# seq_restoring_divider

==> seq_restoring_divider/zoom.png <==
Window x 40 to 65, y 7 to 32 µm. Cells in grey, sequential cells in the stronger grey; small squares are vias.
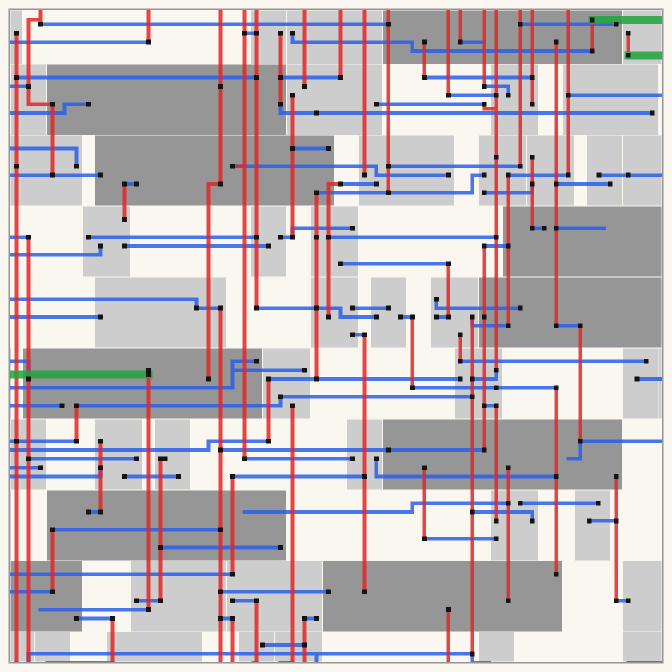

**config.mk**
```make
export PLATFORM = sky130hd
export DESIGN_NAME = seq_restoring_divider
export DESIGN_NICKNAME = d
export VERILOG_FILES = /design/src/rtl/div_pkg.sv /design/src/rtl/borrow_look_ahead_sub.sv /design/src/rtl/seq_restoring_divider.sv
export SDC_FILE = /design/constraint.sdc
export NUM_CORES = 1
export LEC_CHECK = 0
export ABC_CLOCK_PERIOD_IN_PS = 3800
export CORE_ASPECT_RATIO = 1.1
export CORE_UTILIZATION = 48
export DETAILED_ROUTE_END_ITERATION = 8
export PLACE_DENSITY_LB_ADDON = 0.05
export SETUP_SLACK_MARGIN = 0.05
export SYNTH_ARGS = -nofsm -noshare
export SYNTH_HDL_FRONTEND = slang
export SYNTH_SLANG_ARGS = --single-unit
```
**constraint.sdc**
```tcl
create_clock -name clk -period 3.8 [get_ports clk]
set_input_delay 0.38 -clock clk [delete_from_list [all_inputs] [get_ports clk]]
set_output_delay 0.38 -clock clk [all_outputs]
set_load 0.02 [all_outputs]
```
**src/rtl/div_pkg.sv**
```systemverilog
// Shared definitions for the sequential restoring divider: FSM state
// encoding and the rule that sizes the iteration counter.
package div_pkg;

  typedef enum logic [1:0] {
    IDLE = 2'd0,
    RUN  = 2'd1,
    DONE = 2'd2
  } state_t;

  // Counter width needed to count 0..width-1 iterations.
  function automatic int cntWidth(input int width);
    return $clog2(width);
  endfunction

endpackage

```
**src/rtl/borrow_look_ahead_sub.sv**
```systemverilog
// N-bit borrow-look-ahead subtractor: o_diff = i_a - i_b, o_bout set when
// i_a < i_b (unsigned). Purely combinational.
module borrow_look_ahead_sub #(
  parameter int N = 9
) (
  input  logic [N-1:0] i_a,
  input  logic [N-1:0] i_b,
  output logic [N-1:0] o_diff,
  output logic         o_bout
);

  logic [N-1:0] w_gen;
  logic [N-1:0] w_prop;
  logic [N:0]   w_borrow;

  // A bit generates a borrow when a=0,b=1 and passes one through when a==b.
  assign w_gen  = ~i_a & i_b;
  assign w_prop = ~(i_a ^ i_b);

  assign w_borrow[0] = 1'b0;

  for (genvar i = 0; i < N; i++) begin : g_chain
    assign w_borrow[i+1] = w_gen[i] | (w_prop[i] & w_borrow[i]);
  end

  assign o_diff = i_a ^ i_b ^ w_borrow[N-1:0];
  assign o_bout = w_borrow[N];

endmodule

```
**src/rtl/seq_restoring_divider.sv**
```systemverilog
// Iterative unsigned restoring divider. One quotient bit per clock using a
// single borrow-look-ahead subtractor; divide-by-zero finishes immediately.
module seq_restoring_divider
  import div_pkg::*;
#(
  parameter int WIDTH = 8
) (
  input  logic             clk,
  input  logic             rst_n,
  input  logic             i_start,
  input  logic [WIDTH-1:0] i_dividend,
  input  logic [WIDTH-1:0] i_divisor,
  output logic             o_busy,
  output logic             o_done,
  output logic [WIDTH-1:0] o_quotient,
  output logic [WIDTH-1:0] o_remainder,
  output logic             o_div_by_zero
);

  localparam int CW = cntWidth(WIDTH);

  state_t           r_state;
  state_t           w_nextState;
  logic [WIDTH-1:0] r_q;
  logic [WIDTH-1:0] r_d;
  logic [WIDTH:0]   r_r;
  logic [CW-1:0]    r_cnt;

  logic             w_accept;
  logic             w_divZero;
  logic             w_lastIter;
  logic [WIDTH:0]   w_shifted;
  logic [WIDTH:0]   w_diff;
  logic             w_bout;
  logic [WIDTH:0]   w_rNext;
  logic [WIDTH-1:0] w_qNext;
  logic             w_busyNext;
  logic             w_doneNext;
  logic             w_unused;

  assign w_accept   = (r_state == IDLE) && i_start;
  assign w_divZero  = (i_divisor == '0);
  assign w_lastIter = (r_cnt == CW'(WIDTH - 1));

  // Partial remainder shifted left with the next dividend bit brought in.
  assign w_shifted = {r_r[WIDTH-1:0], r_q[WIDTH-1]};

  borrow_look_ahead_sub #(
    .N(WIDTH + 1)
  ) u_sub (
    .i_a    (w_shifted),
    .i_b    ({1'b0, r_d}),
    .o_diff (w_diff),
    .o_bout (w_bout)
  );

  // Restoring step: keep the difference only when the subtraction fits.
  assign w_rNext = w_bout ? w_shifted : w_diff;
  assign w_qNext = {r_q[WIDTH-2:0], ~w_bout};

  // The top remainder bit is always zero after a restoring step; it only
  // exists so the shifted value has room during the compare.
  assign w_unused = r_r[WIDTH];

  // State register.
  always_ff @(posedge clk or negedge rst_n) begin
    if (!rst_n) r_state <= IDLE;
    else        r_state <= w_nextState;
  end

  // Next-state logic.
  always_comb begin
    w_nextState = IDLE;
    case (r_state)
      IDLE:    w_nextState = i_start ? (w_divZero ? DONE : RUN) : IDLE;
      RUN:     w_nextState = w_lastIter ? DONE : RUN;
      DONE:    w_nextState = IDLE;
      default: w_nextState = IDLE;
    endcase
  end

  // Status flags for the coming cycle, registered below.
  always_comb begin
    w_busyNext = (w_nextState != IDLE);
    w_doneNext = (w_nextState == DONE);
  end

  // Registered busy/done flags.
  always_ff @(posedge clk or negedge rst_n) begin
    if (!rst_n) begin
      o_busy <= 1'b0;
      o_done <= 1'b0;
    end else begin
      o_busy <= w_busyNext;
      o_done <= w_doneNext;
    end
  end

  // Operand capture, iteration datapath and result registers.
  always_ff @(posedge clk or negedge rst_n) begin
    if (!rst_n) begin
      r_q           <= '0;
      r_d           <= '0;
      r_r           <= '0;
      r_cnt         <= '0;
      o_quotient    <= '0;
      o_remainder   <= '0;
      o_div_by_zero <= 1'b0;
    end else if (w_accept) begin
      r_q   <= i_dividend;
      r_d   <= i_divisor;
      r_r   <= '0;
      r_cnt <= '0;
      if (w_divZero) begin
        o_quotient    <= '1;
        o_remainder   <= i_dividend;
        o_div_by_zero <= 1'b1;
      end else begin
        o_div_by_zero <= 1'b0;
      end
    end else if (r_state == RUN) begin
      r_r   <= w_rNext;
      r_q   <= w_qNext;
      r_cnt <= r_cnt + CW'(1);
      if (w_lastIter) begin
        o_quotient  <= w_qNext;
        o_remainder <= w_rNext[WIDTH-1:0];
      end
    end
  end

endmodule

```
# div_seq_ctrl

<file path="src/rtl/div_seq_ctrl.sv">
// Sequencing FSM for a DW-bit restoring shift/subtract divider datapath.
// Optional macro DIV_ABORT_EN adds an abort input that cancels LOAD/ITER.
module div_seq_ctrl #(
    parameter int DW = 16,
    parameter int CW = $clog2(DW)
) (
    input  logic          clk,
    input  logic          rst,
    input  logic          start,
    input  logic          div_zero,
    input  logic          sub_neg,
    input  logic          out_ack,
`ifdef DIV_ABORT_EN
    input  logic          abort,
`endif
    output logic          ready,
    output logic          busy,
    output logic          load,
    output logic          shift_en,
    output logic          restore,
    output logic          quot_bit,
    output logic [CW-1:0] iter_cnt,
    output logic          done,
    output logic          err_div0
);

    typedef enum logic [2:0] {
        IDLE = 3'd0,
        LOAD = 3'd1,
        ITER = 3'd2,
        DONE = 3'd3,
        ERR  = 3'd4
    } state_t;

    state_t      state;
    logic [5:0]  flags;
    logic        abort_req;
    logic        last_iter;

`ifdef DIV_ABORT_EN
    assign abort_req = abort;
`else
    assign abort_req = 1'b0;
`endif

    assign last_iter = (iter_cnt == CW'(DW - 1));

    // Moore flags per state, packed as {ready, busy, load, shift_en, done, err_div0}
    function automatic logic [5:0] decode(input state_t s);
        case (s)
            IDLE:    decode = 6'b100000;
            LOAD:    decode = 6'b011000;
            ITER:    decode = 6'b010100;
            DONE:    decode = 6'b000010;
            ERR:     decode = 6'b000011;
            default: decode = 6'b100000;
        endcase
    endfunction

    // Flags are registered alongside the state so every Moore output is glitch-free.
    always_ff @(posedge clk) begin
        if (!rst) begin
            state    <= IDLE;
            iter_cnt <= '0;
            flags    <= decode(IDLE);
        end else begin
            case (state)
                IDLE: begin
                    if (start && div_zero) begin
                        state <= ERR;
                        flags <= decode(ERR);
                    end else if (start) begin
                        state <= LOAD;
                        flags <= decode(LOAD);
                    end
                end
                LOAD: begin
                    iter_cnt <= '0;
                    if (abort_req) begin
                        state <= IDLE;
                        flags <= decode(IDLE);
                    end else begin
                        state <= ITER;
                        flags <= decode(ITER);
                    end
                end
                ITER: begin
                    if (abort_req) begin
                        state    <= IDLE;
                        iter_cnt <= '0;
                        flags    <= decode(IDLE);
                    end else if (last_iter) begin
                        state    <= DONE;
                        iter_cnt <= '0;
                        flags    <= decode(DONE);
                    end else begin
                        iter_cnt <= iter_cnt + CW'(1);
                    end
                end
                DONE, ERR: begin
                    if (out_ack) begin
                        state <= IDLE;
                        flags <= decode(IDLE);
                    end
                end
                default: begin
                    state    <= IDLE;
                    iter_cnt <= '0;
                    flags    <= decode(IDLE);
                end
            endcase
        end
    end

    assign {ready, busy, load, shift_en, done, err_div0} = flags;

    // Restore/quotient steering must follow sub_neg in the same cycle, so only these are combinational.
    assign restore  = sub_neg & shift_en;
    assign quot_bit = ~sub_neg & shift_en;

endmodule
</file>
<file path="config.mk">
export PLATFORM = sky130hd
export DESIGN_NAME = div_seq_ctrl
export DESIGN_NICKNAME = d
export VERILOG_FILES = /design/src/rtl/div_seq_ctrl.sv
export SDC_FILE = /design/constraint.sdc
export NUM_CORES = 1
export LEC_CHECK = 0
export ABC_AREA = 1
export CORE_MARGIN = 3
export CORE_UTILIZATION = 40
export CTS_CLUSTER_DIAMETER = 120
export DETAILED_ROUTE_END_ITERATION = 10
export HOLD_SLACK_MARGIN = 0.08
export PLACE_DENSITY_LB_ADDON = 0.3
export SYNTH_ARGS = -nofsm -noshare
export SYNTH_HDL_FRONTEND = slang
export SYNTH_SLANG_ARGS = --single-unit
</file>
<file path="constraint.sdc">
create_clock -name clk -period 1.2 [get_ports clk]
set_input_delay 0.12 -clock clk [delete_from_list [all_inputs] [get_ports clk]]
set_output_delay 0.12 -clock clk [all_outputs]
set_load 0.005 [all_outputs]
</file>
# fetch_seq

===== config.mk =====
export PLATFORM = sky130hd
export DESIGN_NAME = fetch_seq
export DESIGN_NICKNAME = d
export VERILOG_FILES = /design/src/rtl/fetch_seq_pkg.sv /design/src/rtl/fetch_seq_timer.sv /design/src/rtl/fetch_seq.sv
export SDC_FILE = /design/constraint.sdc
export NUM_CORES = 1
export LEC_CHECK = 0
export CAP_MARGIN = 20
export CORE_ASPECT_RATIO = 1.5
export CORE_MARGIN = 2
export CORE_UTILIZATION = 42
export DETAILED_ROUTE_END_ITERATION = 8
export PLACE_DENSITY = 0.85
export SLEW_MARGIN = 10
export SYNTH_ARGS = -nofsm -noshare
export SYNTH_HDL_FRONTEND = slang
export SYNTH_SLANG_ARGS = --single-unit

===== constraint.sdc =====
create_clock -name clk -period 1.77 [get_ports clk]
set_input_delay 0.177 -clock clk [delete_from_list [all_inputs] [get_ports clk]]
set_output_delay 0.177 -clock clk [all_outputs]
set_load 0.03 [all_outputs]

===== src/rtl/fetch_seq_pkg.sv =====
// Shared definitions for the fetch sequencer: width defaults and state encoding.
// The optional imem timeout is enabled with the FETCH_TIMEOUT_EN macro.
package fetch_seq_pkg;

    localparam int ADDR_W_DEF  = 8;
    localparam int DATA_W_DEF  = 8;
    localparam int TIMEOUT_DEF = 15;

    localparam logic [2:0] FETCH = 3'd0;
    localparam logic [2:0] WAIT  = 3'd1;
    localparam logic [2:0] HOLD  = 3'd2;
    localparam logic [2:0] DRAIN = 3'd3;
    localparam logic [2:0] IDLE  = 3'd4;

    typedef enum logic [2:0] {
        S_FETCH = FETCH,
        S_WAIT  = WAIT,
        S_HOLD  = HOLD,
        S_DRAIN = DRAIN,
        S_IDLE  = IDLE
    } state_t;

endpackage


===== src/rtl/fetch_seq_timer.sv =====
// Down-counting imem acknowledge watchdog; expired pulses on the TIMEOUT-th enabled cycle.
// Only instantiated when FETCH_TIMEOUT_EN is defined.
module fetch_timer #(
    parameter int TIMEOUT = 15
) (
    input  logic clk,
    input  logic rst,
    input  logic clear,
    input  logic enable,
    output logic expired
);

    localparam int CNT_W = (TIMEOUT > 1) ? $clog2(TIMEOUT) : 1;
    localparam logic [CNT_W-1:0] LOAD = CNT_W'(TIMEOUT - 1);

    logic [CNT_W-1:0] remaining;

    always_ff @(posedge clk) begin
        if (rst || clear) begin
            remaining <= LOAD;
        end else if (enable && remaining != '0) begin
            remaining <= remaining - 1'b1;
        end
    end

    assign expired = enable && (remaining == '0);

endmodule


===== src/rtl/fetch_seq.sv =====
// Fetch sequencer between pc, imem and decode; optional ack watchdog under FETCH_TIMEOUT_EN.
//
// state | meaning
// FETCH | sample pc_in and issue an imem request (waits while a PC write is landing)
// WAIT  | request outstanding, waiting for imem_ack
// HOLD  | instruction offered to decode until accepted
// DRAIN | redirected while a request was outstanding; swallow the ack
// IDLE  | halted (or locked out after a timeout)
module fetch_seq
    import fetch_seq_pkg::*;
#(
    parameter int ADDR_W  = ADDR_W_DEF,
    parameter int DATA_W  = DATA_W_DEF,
    parameter int TIMEOUT = TIMEOUT_DEF
) (
    input  logic              clk,
    input  logic              rst,
    input  logic [ADDR_W-1:0] pc_in,
    output logic [ADDR_W-1:0] next_pc,
    output logic              pc_write_en,
    output logic [ADDR_W-1:0] imem_addr,
    output logic              imem_req,
    input  logic              imem_ack,
    input  logic [DATA_W-1:0] imem_data,
    output logic [DATA_W-1:0] instr_out,
    output logic [ADDR_W-1:0] instr_pc,
    output logic              instr_valid,
    input  logic              instr_ready,
    input  logic              br_taken,
    input  logic [ADDR_W-1:0] br_target,
    input  logic              halt,
    output logic              fetch_err
);

    localparam logic [ADDR_W-1:0] PC_STEP = ADDR_W'(1);

    state_t state;

`ifdef FETCH_TIMEOUT_EN
    logic ack_pending;
    logic tmr_expired;

    assign ack_pending = (state == S_WAIT) || (state == S_DRAIN);

    fetch_timer #(
        .TIMEOUT (TIMEOUT)
    ) u_timer (
        .clk     (clk),
        .rst     (rst),
        .clear   (!ack_pending || imem_ack),
        .enable  (ack_pending && !imem_ack),
        .expired (tmr_expired)
    );
`else
    assign fetch_err = 1'b0;
`endif

    always_ff @(posedge clk) begin
        if (rst) begin
            state       <= S_FETCH;
            next_pc     <= '0;
            pc_write_en <= 1'b0;
            imem_addr   <= '0;
            imem_req    <= 1'b0;
            instr_out   <= '0;
            instr_pc    <= '0;
            instr_valid <= 1'b0;
`ifdef FETCH_TIMEOUT_EN
            fetch_err   <= 1'b0;
`endif
        end else begin
            pc_write_en <= 1'b0;

            if (br_taken) begin
                next_pc     <= br_target;
                pc_write_en <= 1'b1;
                instr_valid <= 1'b0;
                case (state)
                    S_WAIT, S_DRAIN: begin
                        if (imem_ack) begin
                            imem_req <= 1'b0;
                            state    <= S_FETCH;
                        end else begin
                            state    <= S_DRAIN;
                        end
                    end
                    default: state <= halt ? S_IDLE : S_FETCH;
                endcase
            end else begin
                case (state)
                    S_FETCH: begin
                        // While pc_write_en is high the PC register has not loaded yet.
                        if (halt) begin
                            state <= S_IDLE;
                        end else if (!pc_write_en) begin
                            imem_addr <= pc_in;
                            imem_req  <= 1'b1;
                            state     <= S_WAIT;
                        end
                    end
                    S_WAIT: begin
                        if (imem_ack) begin
                            imem_req    <= 1'b0;
                            instr_out   <= imem_data;
                            instr_pc    <= imem_addr;
                            instr_valid <= 1'b1;
                            state       <= S_HOLD;
                        end
                    end
                    S_HOLD: begin
                        if (instr_ready) begin
                            instr_valid <= 1'b0;
                            next_pc     <= instr_pc + PC_STEP;
                            pc_write_en <= 1'b1;
                            state       <= S_FETCH;
                        end
                    end
                    S_DRAIN: begin
                        if (imem_ack) begin
                            imem_req <= 1'b0;
                            state    <= S_FETCH;
                        end
                    end
                    S_IDLE: begin
                        if (!halt) begin
                            state <= S_FETCH;
                        end
                    end
                    default: state <= S_FETCH;
                endcase
            end

`ifdef FETCH_TIMEOUT_EN
            // A timeout locks the block in IDLE until reset.
            if (tmr_expired) begin
                fetch_err   <= 1'b1;
                imem_req    <= 1'b0;
                instr_valid <= 1'b0;
                state       <= S_IDLE;
            end else if (fetch_err) begin
                state       <= S_IDLE;
            end
`endif
        end
    end

endmodule

# alu_input_seq_flat

`src/rtl/alu_input_seq_if.sv`:
```
// alu_input_seq_if: switch/button inputs, ALU handshake and display outputs of the ALU front-end sequencer
interface alu_input_seq_if;
  logic [3:0] sw_data;
  logic [2:0] sw_op;
  logic       btn_enter;
  logic       btn_clear;
  logic [3:0] alu_result;
  logic [4:0] alu_flags;
  logic [3:0] a_out;
  logic [3:0] b_out;
  logic [2:0] sel_out;
  logic [3:0] res_q;
  logic [4:0] flags_q;
  logic [3:0] state_led;
  logic       valid;
  modport master (
    output sw_data, sw_op, btn_enter, btn_clear, alu_result, alu_flags,
    input  a_out, b_out, sel_out, res_q, flags_q, state_led, valid
  );
  modport slave (
    input  sw_data, sw_op, btn_enter, btn_clear, alu_result, alu_flags,
    output a_out, b_out, sel_out, res_q, flags_q, state_led, valid
  );
endinterface

```
`src/rtl/alu_input_seq.sv`:
```
// alu_input_seq: debounced operand/opcode entry sequencer that drives a 4-bit ALU and holds its result for display
module alu_input_seq #(
  parameter logic [15:0] DEB_CYCLES = 16'd50000,
  parameter int          CNT_W      = 16
) (
  input  logic             clk,
  input  logic             rst_n,
  alu_input_seq_if.slave   bus
);
  typedef enum logic [2:0] {S_A, S_B, S_OP, S_RUN, S_SHOW} state_t;
  // index 0 is ENTER, index 1 is CLEAR
  logic [1:0]       s1_q, s1_d, s2_q, s2_d, stb_q, stb_d, prv_q, prv_d, pls_q, pls_d;
  logic [CNT_W-1:0] cnt_q [2];
  logic [CNT_W-1:0] cnt_d [2];
  logic             enter_p, clear_p;
  state_t           state_q, state_d;
  logic [3:0]       a_q, a_d, b_q, b_d, res_q, res_d;
  logic [2:0]       sel_q, sel_d;
  logic [4:0]       flags_q, flags_d;
  logic             valid_q, valid_d;
  always_comb begin
    s1_d = {bus.btn_clear, bus.btn_enter};
    s2_d = s1_q;
    stb_d = stb_q;
    for (int k = 0; k < 2; k++) begin
      cnt_d[k] = '0;
      if (s2_q[k] != stb_q[k]) begin
        if (cnt_q[k] == CNT_W'(DEB_CYCLES - 16'd1)) stb_d[k] = s2_q[k];
        else cnt_d[k] = cnt_q[k] + 1'b1;
      end
    end
    prv_d = stb_q;
    pls_d = stb_q & ~prv_q;
  end
  assign enter_p = pls_q[0];
  assign clear_p = pls_q[1];
  always_comb begin
    state_d = state_q;
    a_d = a_q;
    b_d = b_q;
    sel_d = sel_q;
    res_d = res_q;
    flags_d = flags_q;
    valid_d = valid_q;
    if (clear_p) begin
      state_d = S_A;
      a_d = '0;
      b_d = '0;
      sel_d = '0;
      res_d = '0;
      flags_d = '0;
      valid_d = 1'b0;
    end else begin
      case (state_q)
        S_A: if (enter_p) begin
          a_d = bus.sw_data;
          state_d = S_B;
        end
        S_B: if (enter_p) begin
          b_d = bus.sw_data;
          state_d = S_OP;
        end
        S_OP: if (enter_p) begin
          sel_d = bus.sw_op;
          valid_d = 1'b0;
          state_d = S_RUN;
        end
        // ALU inputs have been stable since sel registered, so its output is settled here
        S_RUN: begin
          res_d = bus.alu_result;
          flags_d = bus.alu_flags;
          valid_d = 1'b1;
          state_d = S_SHOW;
        end
        S_SHOW: state_d = enter_p ? S_A : S_SHOW;
        default: state_d = S_A;
      endcase
    end
  end
  always_ff @(posedge clk or negedge rst_n) begin
    if (!rst_n) begin
      s1_q <= '0;
      s2_q <= '0;
      stb_q <= '0;
      prv_q <= '0;
      pls_q <= '0;
      cnt_q <= '{default: '0};
      state_q <= S_A;
      a_q <= '0;
      b_q <= '0;
      sel_q <= '0;
      res_q <= '0;
      flags_q <= '0;
      valid_q <= 1'b0;
    end else begin
      s1_q <= s1_d;
      s2_q <= s2_d;
      stb_q <= stb_d;
      prv_q <= prv_d;
      pls_q <= pls_d;
      cnt_q <= cnt_d;
      state_q <= state_d;
      a_q <= a_d;
      b_q <= b_d;
      sel_q <= sel_d;
      res_q <= res_d;
      flags_q <= flags_d;
      valid_q <= valid_d;
    end
  end
  assign bus.a_out = a_q;
  assign bus.b_out = b_q;
  assign bus.sel_out = sel_q;
  assign bus.res_q = res_q;
  assign bus.flags_q = flags_q;
  assign bus.valid = valid_q;
  assign bus.state_led = {state_q == S_SHOW, state_q == S_OP, state_q == S_B, state_q == S_A};
endmodule

```
`src/flat_wrapper.sv`:
```
// flat-port wrapper written by rule: the top's interface ports become plain ports
module alu_input_seq_flat 
#(
  parameter logic [15:0] DEB_CYCLES = 16'd50000,
  parameter int          CNT_W      = 16
)
  (clk, rst_n, bus_sw_data, bus_sw_op, bus_btn_enter, bus_btn_clear, bus_alu_result, bus_alu_flags, bus_a_out, bus_b_out, bus_sel_out, bus_res_q, bus_flags_q, bus_state_led, bus_valid);
  alu_input_seq_if bus_i ();
  input  logic clk;
  input  logic rst_n;
  input wire logic [$bits(bus_i.sw_data)-1:0] bus_sw_data;
  input wire logic [$bits(bus_i.sw_op)-1:0] bus_sw_op;
  input wire logic [$bits(bus_i.btn_enter)-1:0] bus_btn_enter;
  input wire logic [$bits(bus_i.btn_clear)-1:0] bus_btn_clear;
  input wire logic [$bits(bus_i.alu_result)-1:0] bus_alu_result;
  input wire logic [$bits(bus_i.alu_flags)-1:0] bus_alu_flags;
  output wire logic [$bits(bus_i.a_out)-1:0] bus_a_out;
  output wire logic [$bits(bus_i.b_out)-1:0] bus_b_out;
  output wire logic [$bits(bus_i.sel_out)-1:0] bus_sel_out;
  output wire logic [$bits(bus_i.res_q)-1:0] bus_res_q;
  output wire logic [$bits(bus_i.flags_q)-1:0] bus_flags_q;
  output wire logic [$bits(bus_i.state_led)-1:0] bus_state_led;
  output wire logic [$bits(bus_i.valid)-1:0] bus_valid;
  assign bus_i.sw_data = bus_sw_data;
  assign bus_i.sw_op = bus_sw_op;
  assign bus_i.btn_enter = bus_btn_enter;
  assign bus_i.btn_clear = bus_btn_clear;
  assign bus_i.alu_result = bus_alu_result;
  assign bus_i.alu_flags = bus_alu_flags;
  assign bus_a_out = bus_i.a_out;
  assign bus_b_out = bus_i.b_out;
  assign bus_sel_out = bus_i.sel_out;
  assign bus_res_q = bus_i.res_q;
  assign bus_flags_q = bus_i.flags_q;
  assign bus_state_led = bus_i.state_led;
  assign bus_valid = bus_i.valid;
  alu_input_seq #(.DEB_CYCLES(DEB_CYCLES), .CNT_W(CNT_W)) u_core (.clk(clk), .rst_n(rst_n), .bus(bus_i));
endmodule
```
`config.mk`:
```
export PLATFORM = sky130hd
export DESIGN_NAME = alu_input_seq_flat
export DESIGN_NICKNAME = d
export VERILOG_FILES = /design/src/rtl/alu_input_seq_if.sv /design/src/rtl/alu_input_seq.sv /design/src/flat_wrapper.sv
export SDC_FILE = /design/constraint.sdc
export NUM_CORES = 1
export LEC_CHECK = 0
export CELL_PAD_IN_SITES_DETAIL_PLACEMENT = 1
export CELL_PAD_IN_SITES_GLOBAL_PLACEMENT = 1
export CORE_MARGIN = 2
export CORE_UTILIZATION = 42
export DETAILED_ROUTE_END_ITERATION = 6
export HOLD_SLACK_MARGIN = 0.12
export PLACE_DENSITY_LB_ADDON = 0.1
export SLEW_MARGIN = 25
export SYNTH_ARGS = -nofsm -noshare
export SYNTH_HDL_FRONTEND = slang
export SYNTH_SLANG_ARGS = --single-unit
```
`constraint.sdc`:
```
create_clock -name clk -period 1.85 [get_ports clk]
set_input_delay 0.185 -clock clk [delete_from_list [all_inputs] [get_ports clk]]
set_output_delay 0.185 -clock clk [all_outputs]
set_load 0.1 [all_outputs]
```
==> seq_restoring_divider/final_congestion.png <==
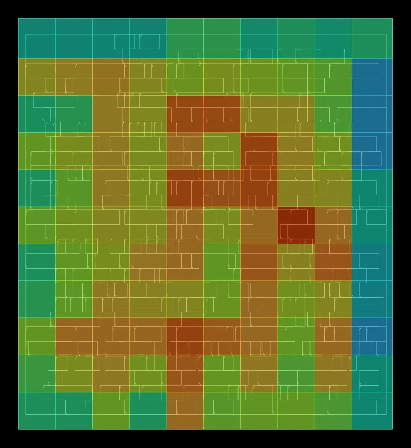
GRT Resource Usage Total: 21.8%
met1 Track Usage GR: 30.8%
WL per Instance: 16.8 µm
Global Route met3 Usage: 4.63%
final core utilization: 62.6%

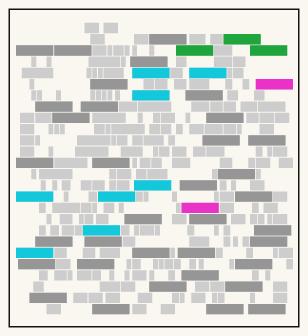
(seq_restoring_divider/registers.png)
Other sequential cells in the stronger grey, the rest of the logic in the fainter grey.
Key: cyan = `r_r` [sequential cells 8]; magenta = `r_state` [sequential cells 2]; green = `r_cnt` [sequential cells 3]
Another 35 sequential cells are not coloured.

About seq_restoring_divider/zoom.png:
Key: blue = met1; green = met3; red = met2
Sequential cells in the window: 9. Netlist names of flops here include `o_quotient` (4), `r_q` (4). 38 logic cells have their middle in the window. Most frequent: dfrtp_1 (9), nor3_1 (5).

==> flow_metrics.env, seq_restoring_divider <==
# physical design summary
export IMPL_top_area_share_pct=49.7
export IMPL_grt_busiest_layer="met2"
export IMPL_num_antenna_cells=0
export IMPL_status="finished, final reports clean"
export IMPL_clockBufferDepth=2
export IMPL_async_reset_ff_share_pct=100
export IMPL_openroad_warnings=29
export IMPL_power_group_top="combinational logic"
export IMPL_hpwl_um=3830
export IMPL_arrival_ns=3.97
export IMPL_critical_path_buf_inv_count=0
export IMPL_gr_total_overflow=0
export IMPL_ys_cells=231
export IMPL_crit_slowest_cell="fa_2"
export IMPL_first_pass_iters=4
export IMPL_power_frac_comb_pct=54.0
export IMPL_globalplace_congestion=0.784
export IMPL_syn_cell_area_um2=2420
export IMPL_post_place_ws_ns=-0.0135
export IMPL_clk_latency_ns=0.31
export IMPL_clock_fmax_mhz=268
export IMPL_synth_xor_area_share_pct=0
export IMPL_required_ns=4.03
==> seq_restoring_divider: flip-flops by register name (all words and copies together) (netlist names) <==
name / count
o_busy: 1
r_state: 2
o_remainder: 8
o_quotient: 8
r_cnt: 3
r_q: 8
o_done: 1
o_div_by_zero: 1
r_r: 8
r_d: 8
==> seq_restoring_divider: timing repair <==
item                                    4_1_cts  5_1_grt
pin swaps                                     8        6
gates resized                                 5        8
endpoints found under the setup margin       12       17
setup buffers                                 2        1
==> seq_restoring_divider: final cells by class <==
type / instances / area (µm²)
flip-flops and latches: 48 / 1200
multi-input cells: 151 / 1130
repair buffers: 43 / 410
inverters: 18 / 67.6
fillers: 406 / 1780
clock buffers: 7 / 86.3
well taps: 56 / 70.1
clock inverters: 1 / 7.51
==> seq_restoring_divider: path summary, 6_finish.rpt <==
kind / end / depth (start not counted)
setup / recovery: o_remainder[0] / 11
hold / removal: o_quotient[4] / 1
setup reg to reg: o_remainder[0] / 11
hold reg to reg: o_quotient[0] / 1
max in group asynchronous: r_d[7] / 1
min in group clk: o_quotient[0] / 1
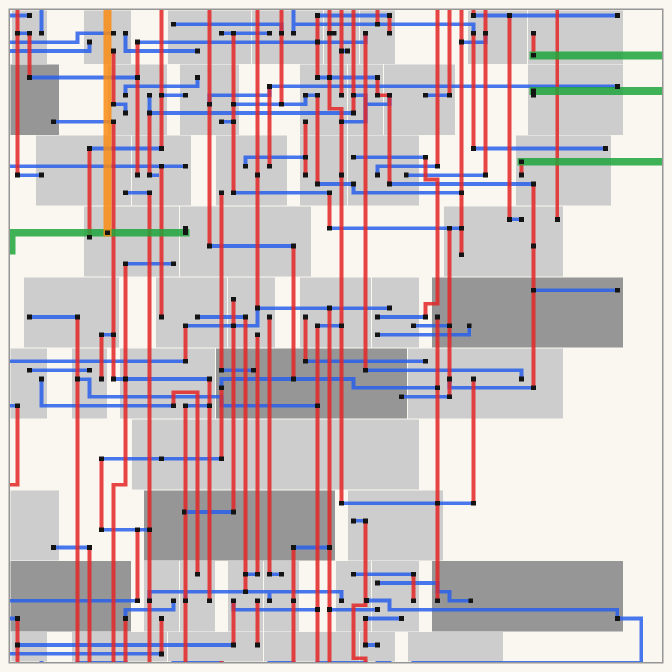
(fetch_seq/zoom.png)
Window x 28 to 53, y 7 to 32 µm. Cells in grey, sequential cells in the stronger grey; small squares are vias.
Key: green = met3; blue = met1; red = met2; orange = met4
46 logic cells have their middle in the window. Most frequent: clkdlybuf4s50_1 (9), nand2_1 (7), a21oi_1 (6). Netlist names of flops here include `instr_out` (3), `state` (2). Sequential cells in the window: 5.

==> flow_metrics.env, fetch_seq <==
# physical design summary
export IMPL_clock_area_share_pct=4.75
export IMPL_num_clock_buffers=5
export IMPL_status="finished, final reports clean"
export IMPL_r2r_end="next_pc[4]"
export IMPL_clock_fmax_mhz=604
export IMPL_tns_ns=0
export IMPL_reg2reg_slack_ns=0.28
export IMPL_reg2reg_from="instr_pc[0]"
export IMPL_ys_seq_elements=38
export IMPL_root_buffer="clkbuf_8"
export IMPL_required_ns=1.59
export IMPL_rsz0062_at_grt="false"
export IMPL_globalplace_congestion=0.709
export IMPL_whs_ns=0.433
export IMPL_fp_dieH_um=79.5
export IMPL_die_w_um=54.3
export IMPL_worstHoldStart="imem_data[1]"
[fetch_seq: layer usage]
metal | GRT usage, % | vias up
met1 | 22.6 | 681
met5 | 0 | -
li1 | - | 766
met2 | 30.5 | 36
met4 | 9.50 | 0
met3 | 5.43 | 4
[fetch_seq: placed cells by master, fill, tap and decap left out, types with 2 or more instances in the layout]
| cell type | synthesis | layout |
|---|---|---|
| a211o_1 | 2 | 2 |
| a21oi_1 | 29 | 29 |
| buf_12 | 0 | 2 |
| buf_4 | 3 | 4 |
| clkbuf_8 | 0 | 5 |
| clkdlybuf4s50_1 | 0 | 64 |
| clkinvlp_4 | 0 | 2 |
| dfxtp_1 | 38 | 38 |
| inv_1 | 2 | 2 |
| mux2_2 | 2 | 2 |
| mux2i_1 | 8 | 8 |
| nand2_1 | 44 | 44 |
| nand2b_1 | 2 | 2 |
| nand3_1 | 4 | 4 |
| nor2_1 | 15 | 15 |
| nor3_1 | 2 | 2 |
| nor3b_1 | 2 | 2 |
| nor4_1 | 2 | 2 |
| o211ai_1 | 3 | 3 |
| o21ai_0 | 4 | 4 |
| or3_1 | 2 | 2 |
| xor2_1 | 2 | 2 |
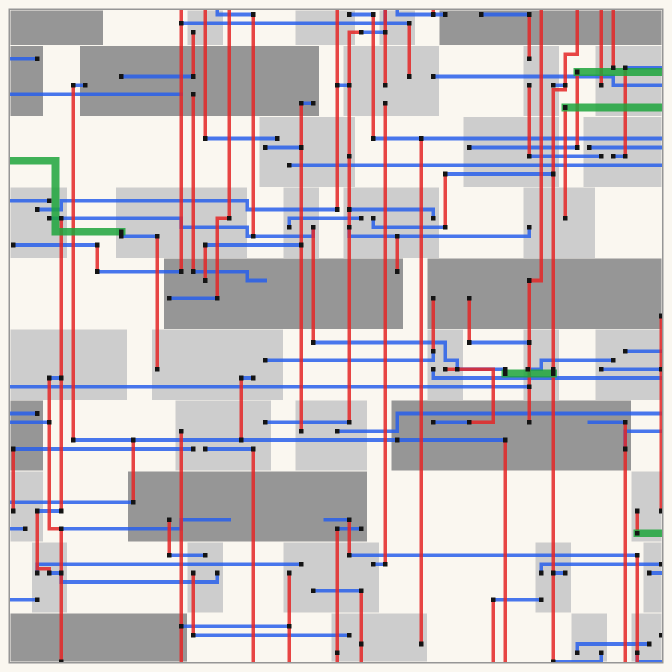
(alu_input_seq_flat/zoom.png)
Window x 53 to 78, y 9 to 34 µm. Cells in grey, sequential cells in the stronger grey; small squares are vias.
Key: red = met2; green = met3; blue = met1
Most frequent: nor2_1 (9), mux2i_1 (8), dfrtp_1 (6). 31 logic cells have their middle in the window. Netlist names of flops here include `u_core.bus.a_out` (2), `u_core.bus.b_out` (2), `u_core.bus.sel_out` (2). Sequential cells in the window: 6.

==> flow_metrics.env, alu_input_seq_flat <==
# physical design summary
export IMPL_status="finished, final reports clean"
export IMPL_required_ns=2.07
export IMPL_track_usage_pct=18.5
export IMPL_syn_cell_area_um2=2930
export IMPL_top_area_share_pct=56.4
export IMPL_clock_sinks=66
export IMPL_drt_wl_total_um=6270
export IMPL_ys_seq_elements=66
export IMPL_synth_warning_count=0
export IMPL_post_drt_wl_per_cell_um=15.1
export IMPL_reg2reg_depth=5
export IMPL_rsz0062_at_grt="false"
export IMPL_finalHoldViolations=0
export IMPL_routed_via_density=5.13
export IMPL_finalCritPeriodShare_pct=90.6
export IMPL_worstHoldEndpoint="u_core.s1_q[1]"
export IMPL_p_total_mw=2.65
export IMPL_setup_worst_path_class="reg2reg"
export IMPL_globalplace_congestion=0.800
export IMPL_core_um2=6760
export IMPL_num_clock_buffers=12
export IMPL_taps=80
export IMPL_cts_htree_levels=3
export IMPL_r2r_end="u_core.cnt_q[14]"
export IMPL_cts_tree="built"
export IMPL_reg2reg_from="u_core.cnt_q[12]"
export IMPL_reg2reg_slack_ns=0.17
export IMPL_drc=0
[alu_input_seq_flat: report_power, final]
part / total (mW) / internal (mW) / switching [mW]
Sequential: 1.47 / 1.46 / 0.0129
Clock: 1.05 / 0.545 / 0.508
Combinational: 0.126 / 0.0657 / 0.0606
[alu_input_seq_flat: stage by stage]
step | util [%] | worst slack [ns]
after global placement | 52.2 | 0.191
final | 54.9 | 0.174
after CTS | 54.9 | 0.166
after floorplan | - | -0.233
after global routing | 54.9 | 0.0500
after detailed placement | 52.2 | 0.176
[alu_input_seq_flat: critical path, cell delays in order, from the launching register on]
cell and delay, ns:
dfrtp_1 0.43, nor4b_2 0.28, nand3_1 0.17, o41ai_4 0.38
buf_4 0.24, nor2_1 0.07
[alu_input_seq_flat: flip-flops by register name, summed over array words and instances, names as in the netlist, 3 cells and up]
signal	cells
u_core.bus.a_out	4
u_core.bus.b_out	4
u_core.bus.flags_q	5
u_core.bus.res_q	4
u_core.bus.sel_out	3
u_core.cnt_q	32
u_core.state_q	3
[alu_input_seq_flat: routing by layer]
metal,routed length [µm],vias to the layer above
met2,3040,43
met4,111,0
met5,0,-
li1,-,1042
met1,2860,1031
met3,260,8
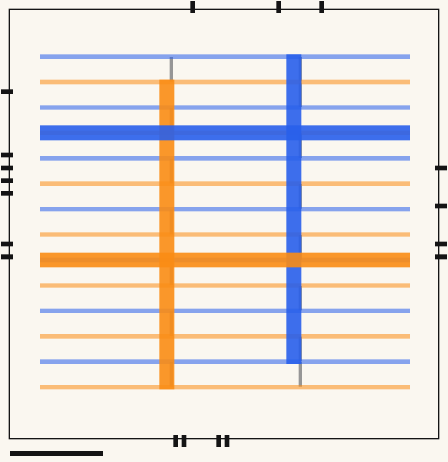
(div_seq_ctrl/pdn.png)
Scale bar: 10 µm. Pins as bars on the die edge. Tap cells in grey.
Key: blue = VDD; orange = VSS
2 straps on met5. The core has 13 rows. 18 signal pins sit on the boundary.

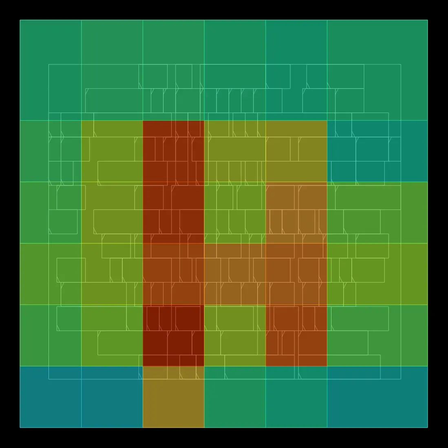
(div_seq_ctrl/final_congestion.png)
GRT Resource Usage Total: 18.3%
WL per Instance: 13.1 µm
global routing's busiest layer: met2

==> flow_metrics.env, div_seq_ctrl <==
# physical design summary
export IMPL_status="finished, violations left"
export IMPL_violations="negative setup slack"
export IMPL_r2r_end="iter_cnt[2]"
export IMPL_ys_cells=94
export IMPL_setup_violations=5
export IMPL_clk_pin_slew_ns=0.08
export IMPL_end_kind="flop"
export IMPL_synth_area_yosys_um2=633
export IMPL_setup_slack_ns=-0.0661
export IMPL_grt_util_met1_pct=23.6
export IMPL_globalplace_congestion=0.777
export IMPL_lay_top_cells="20 x nand2_1, 12 x dlygate4sd2_1, 11 x buf_4"
export IMPL_layout_top_cell="nand2_1"
export IMPL_cts_resized=32
export IMPL_hold_path_depth=2
export IMPL_num_antenna_cells=0
export IMPL_required_ns=1.39
export IMPL_ir_drop_mv=1.35
export IMPL_start_kind="flop"
export IMPL_met2_usage_pct=29.0
## div_seq_ctrl: power by group through the flow
stage | combinational, mW | sequential, mW | clock (mW)
floorplan | 0.634 | 0.628 | 0
global placement | 1.07 | 0.617 | 0
detailed placement | 1.07 | 0.622 | 0
CTS | 1.11 | 0.650 | 0.331
global route | 1.51 | 0.687 | 0.351
finish | 1.38 | 0.673 | 0.326
## div_seq_ctrl: state kept, by name, summed over array words and instances (netlist names)
name	count
flags	6
iter_cnt	4
state	2
## div_seq_ctrl: per-stage QoR
stage / instance area (µm²) / hold slack, ns / setup TNS (ns)
5_1_grt: 1080 / 0.497 / -0.677
3_5_place_dp: 877 / 0.459 / -0.332
4_1_cts: 1000 / 0.471 / 0
3_3_place_gp: 877 / 0.454 / -0.224
6_report: 1080 / 0.470 / -0.130
2_1_floorplan: 636 / 0.204 / 0
## div_seq_ctrl: layout make-up
cell class	instances	area, µm²
Clock buffer	4	36.3
Fill cell	99	322
Inverter	15	61.3
Multi-Input combinational cell	67	425
Sequential cell	12	255
Tap cell	15	18.8
Timing Repair Buffer	31	280

==> gallery <==
Signal wires by layer.
Two of the layers only.
image #1
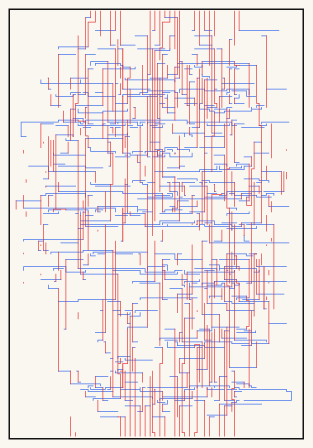
image #2
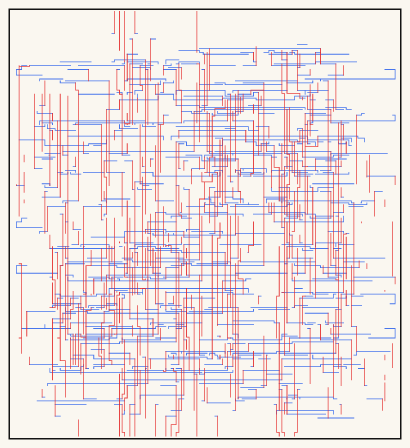
image #3
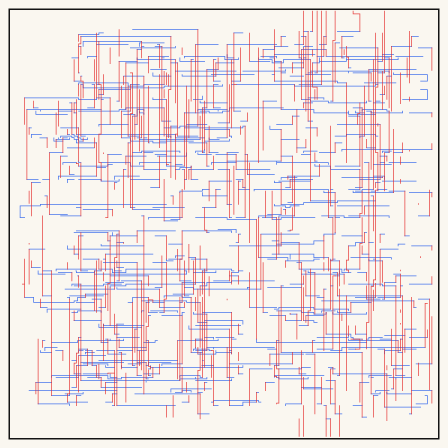
image #4
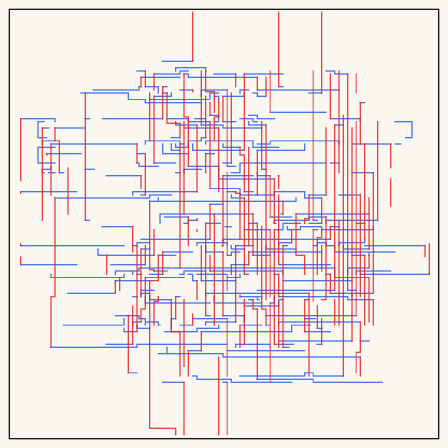
The one with the least wire is image #4.
The one with the most wire is image #3.
fetch_seq -> image #1
seq_restoring_divider -> image #2
alu_input_seq_flat -> image #3
div_seq_ctrl -> image #4

Key to image #4:
Key: blue = met1 [wire length 870 µm]; red = met2 [wire length 911 µm]



==> gallery <==
Floorplan with the power grid.
Scale bar: 20 µm. Pins as bars on the die edge. Tap cells in grey.
shot_01.png
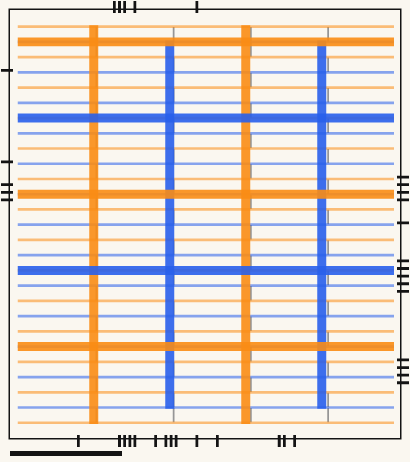
shot_02.png
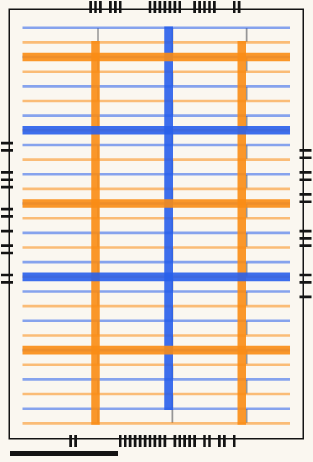
shot_03.png
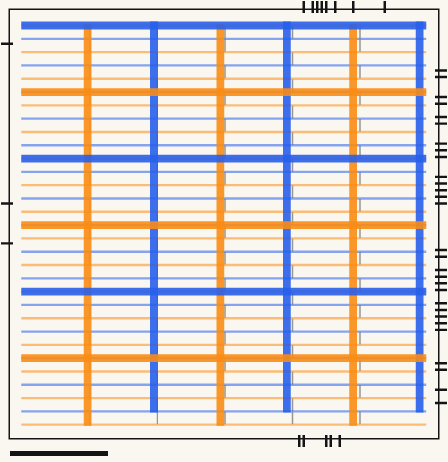
The one with the largest die is shot_03.png.
The one with the most pins is shot_02.png.
| from | picture |
|---|---|
| seq_restoring_divider | shot_01.png |
| alu_input_seq_flat | shot_03.png |
| fetch_seq | shot_02.png |

Key to shot_02.png:
Key: blue = VDD; orange = VSS
66 signal pins sit on the boundary. 3 straps on met4. The core has 27 rows. 5 straps on met5. 43 tap cells.

Power figures rest on the tool's default switching activity, not on a simulated workload.
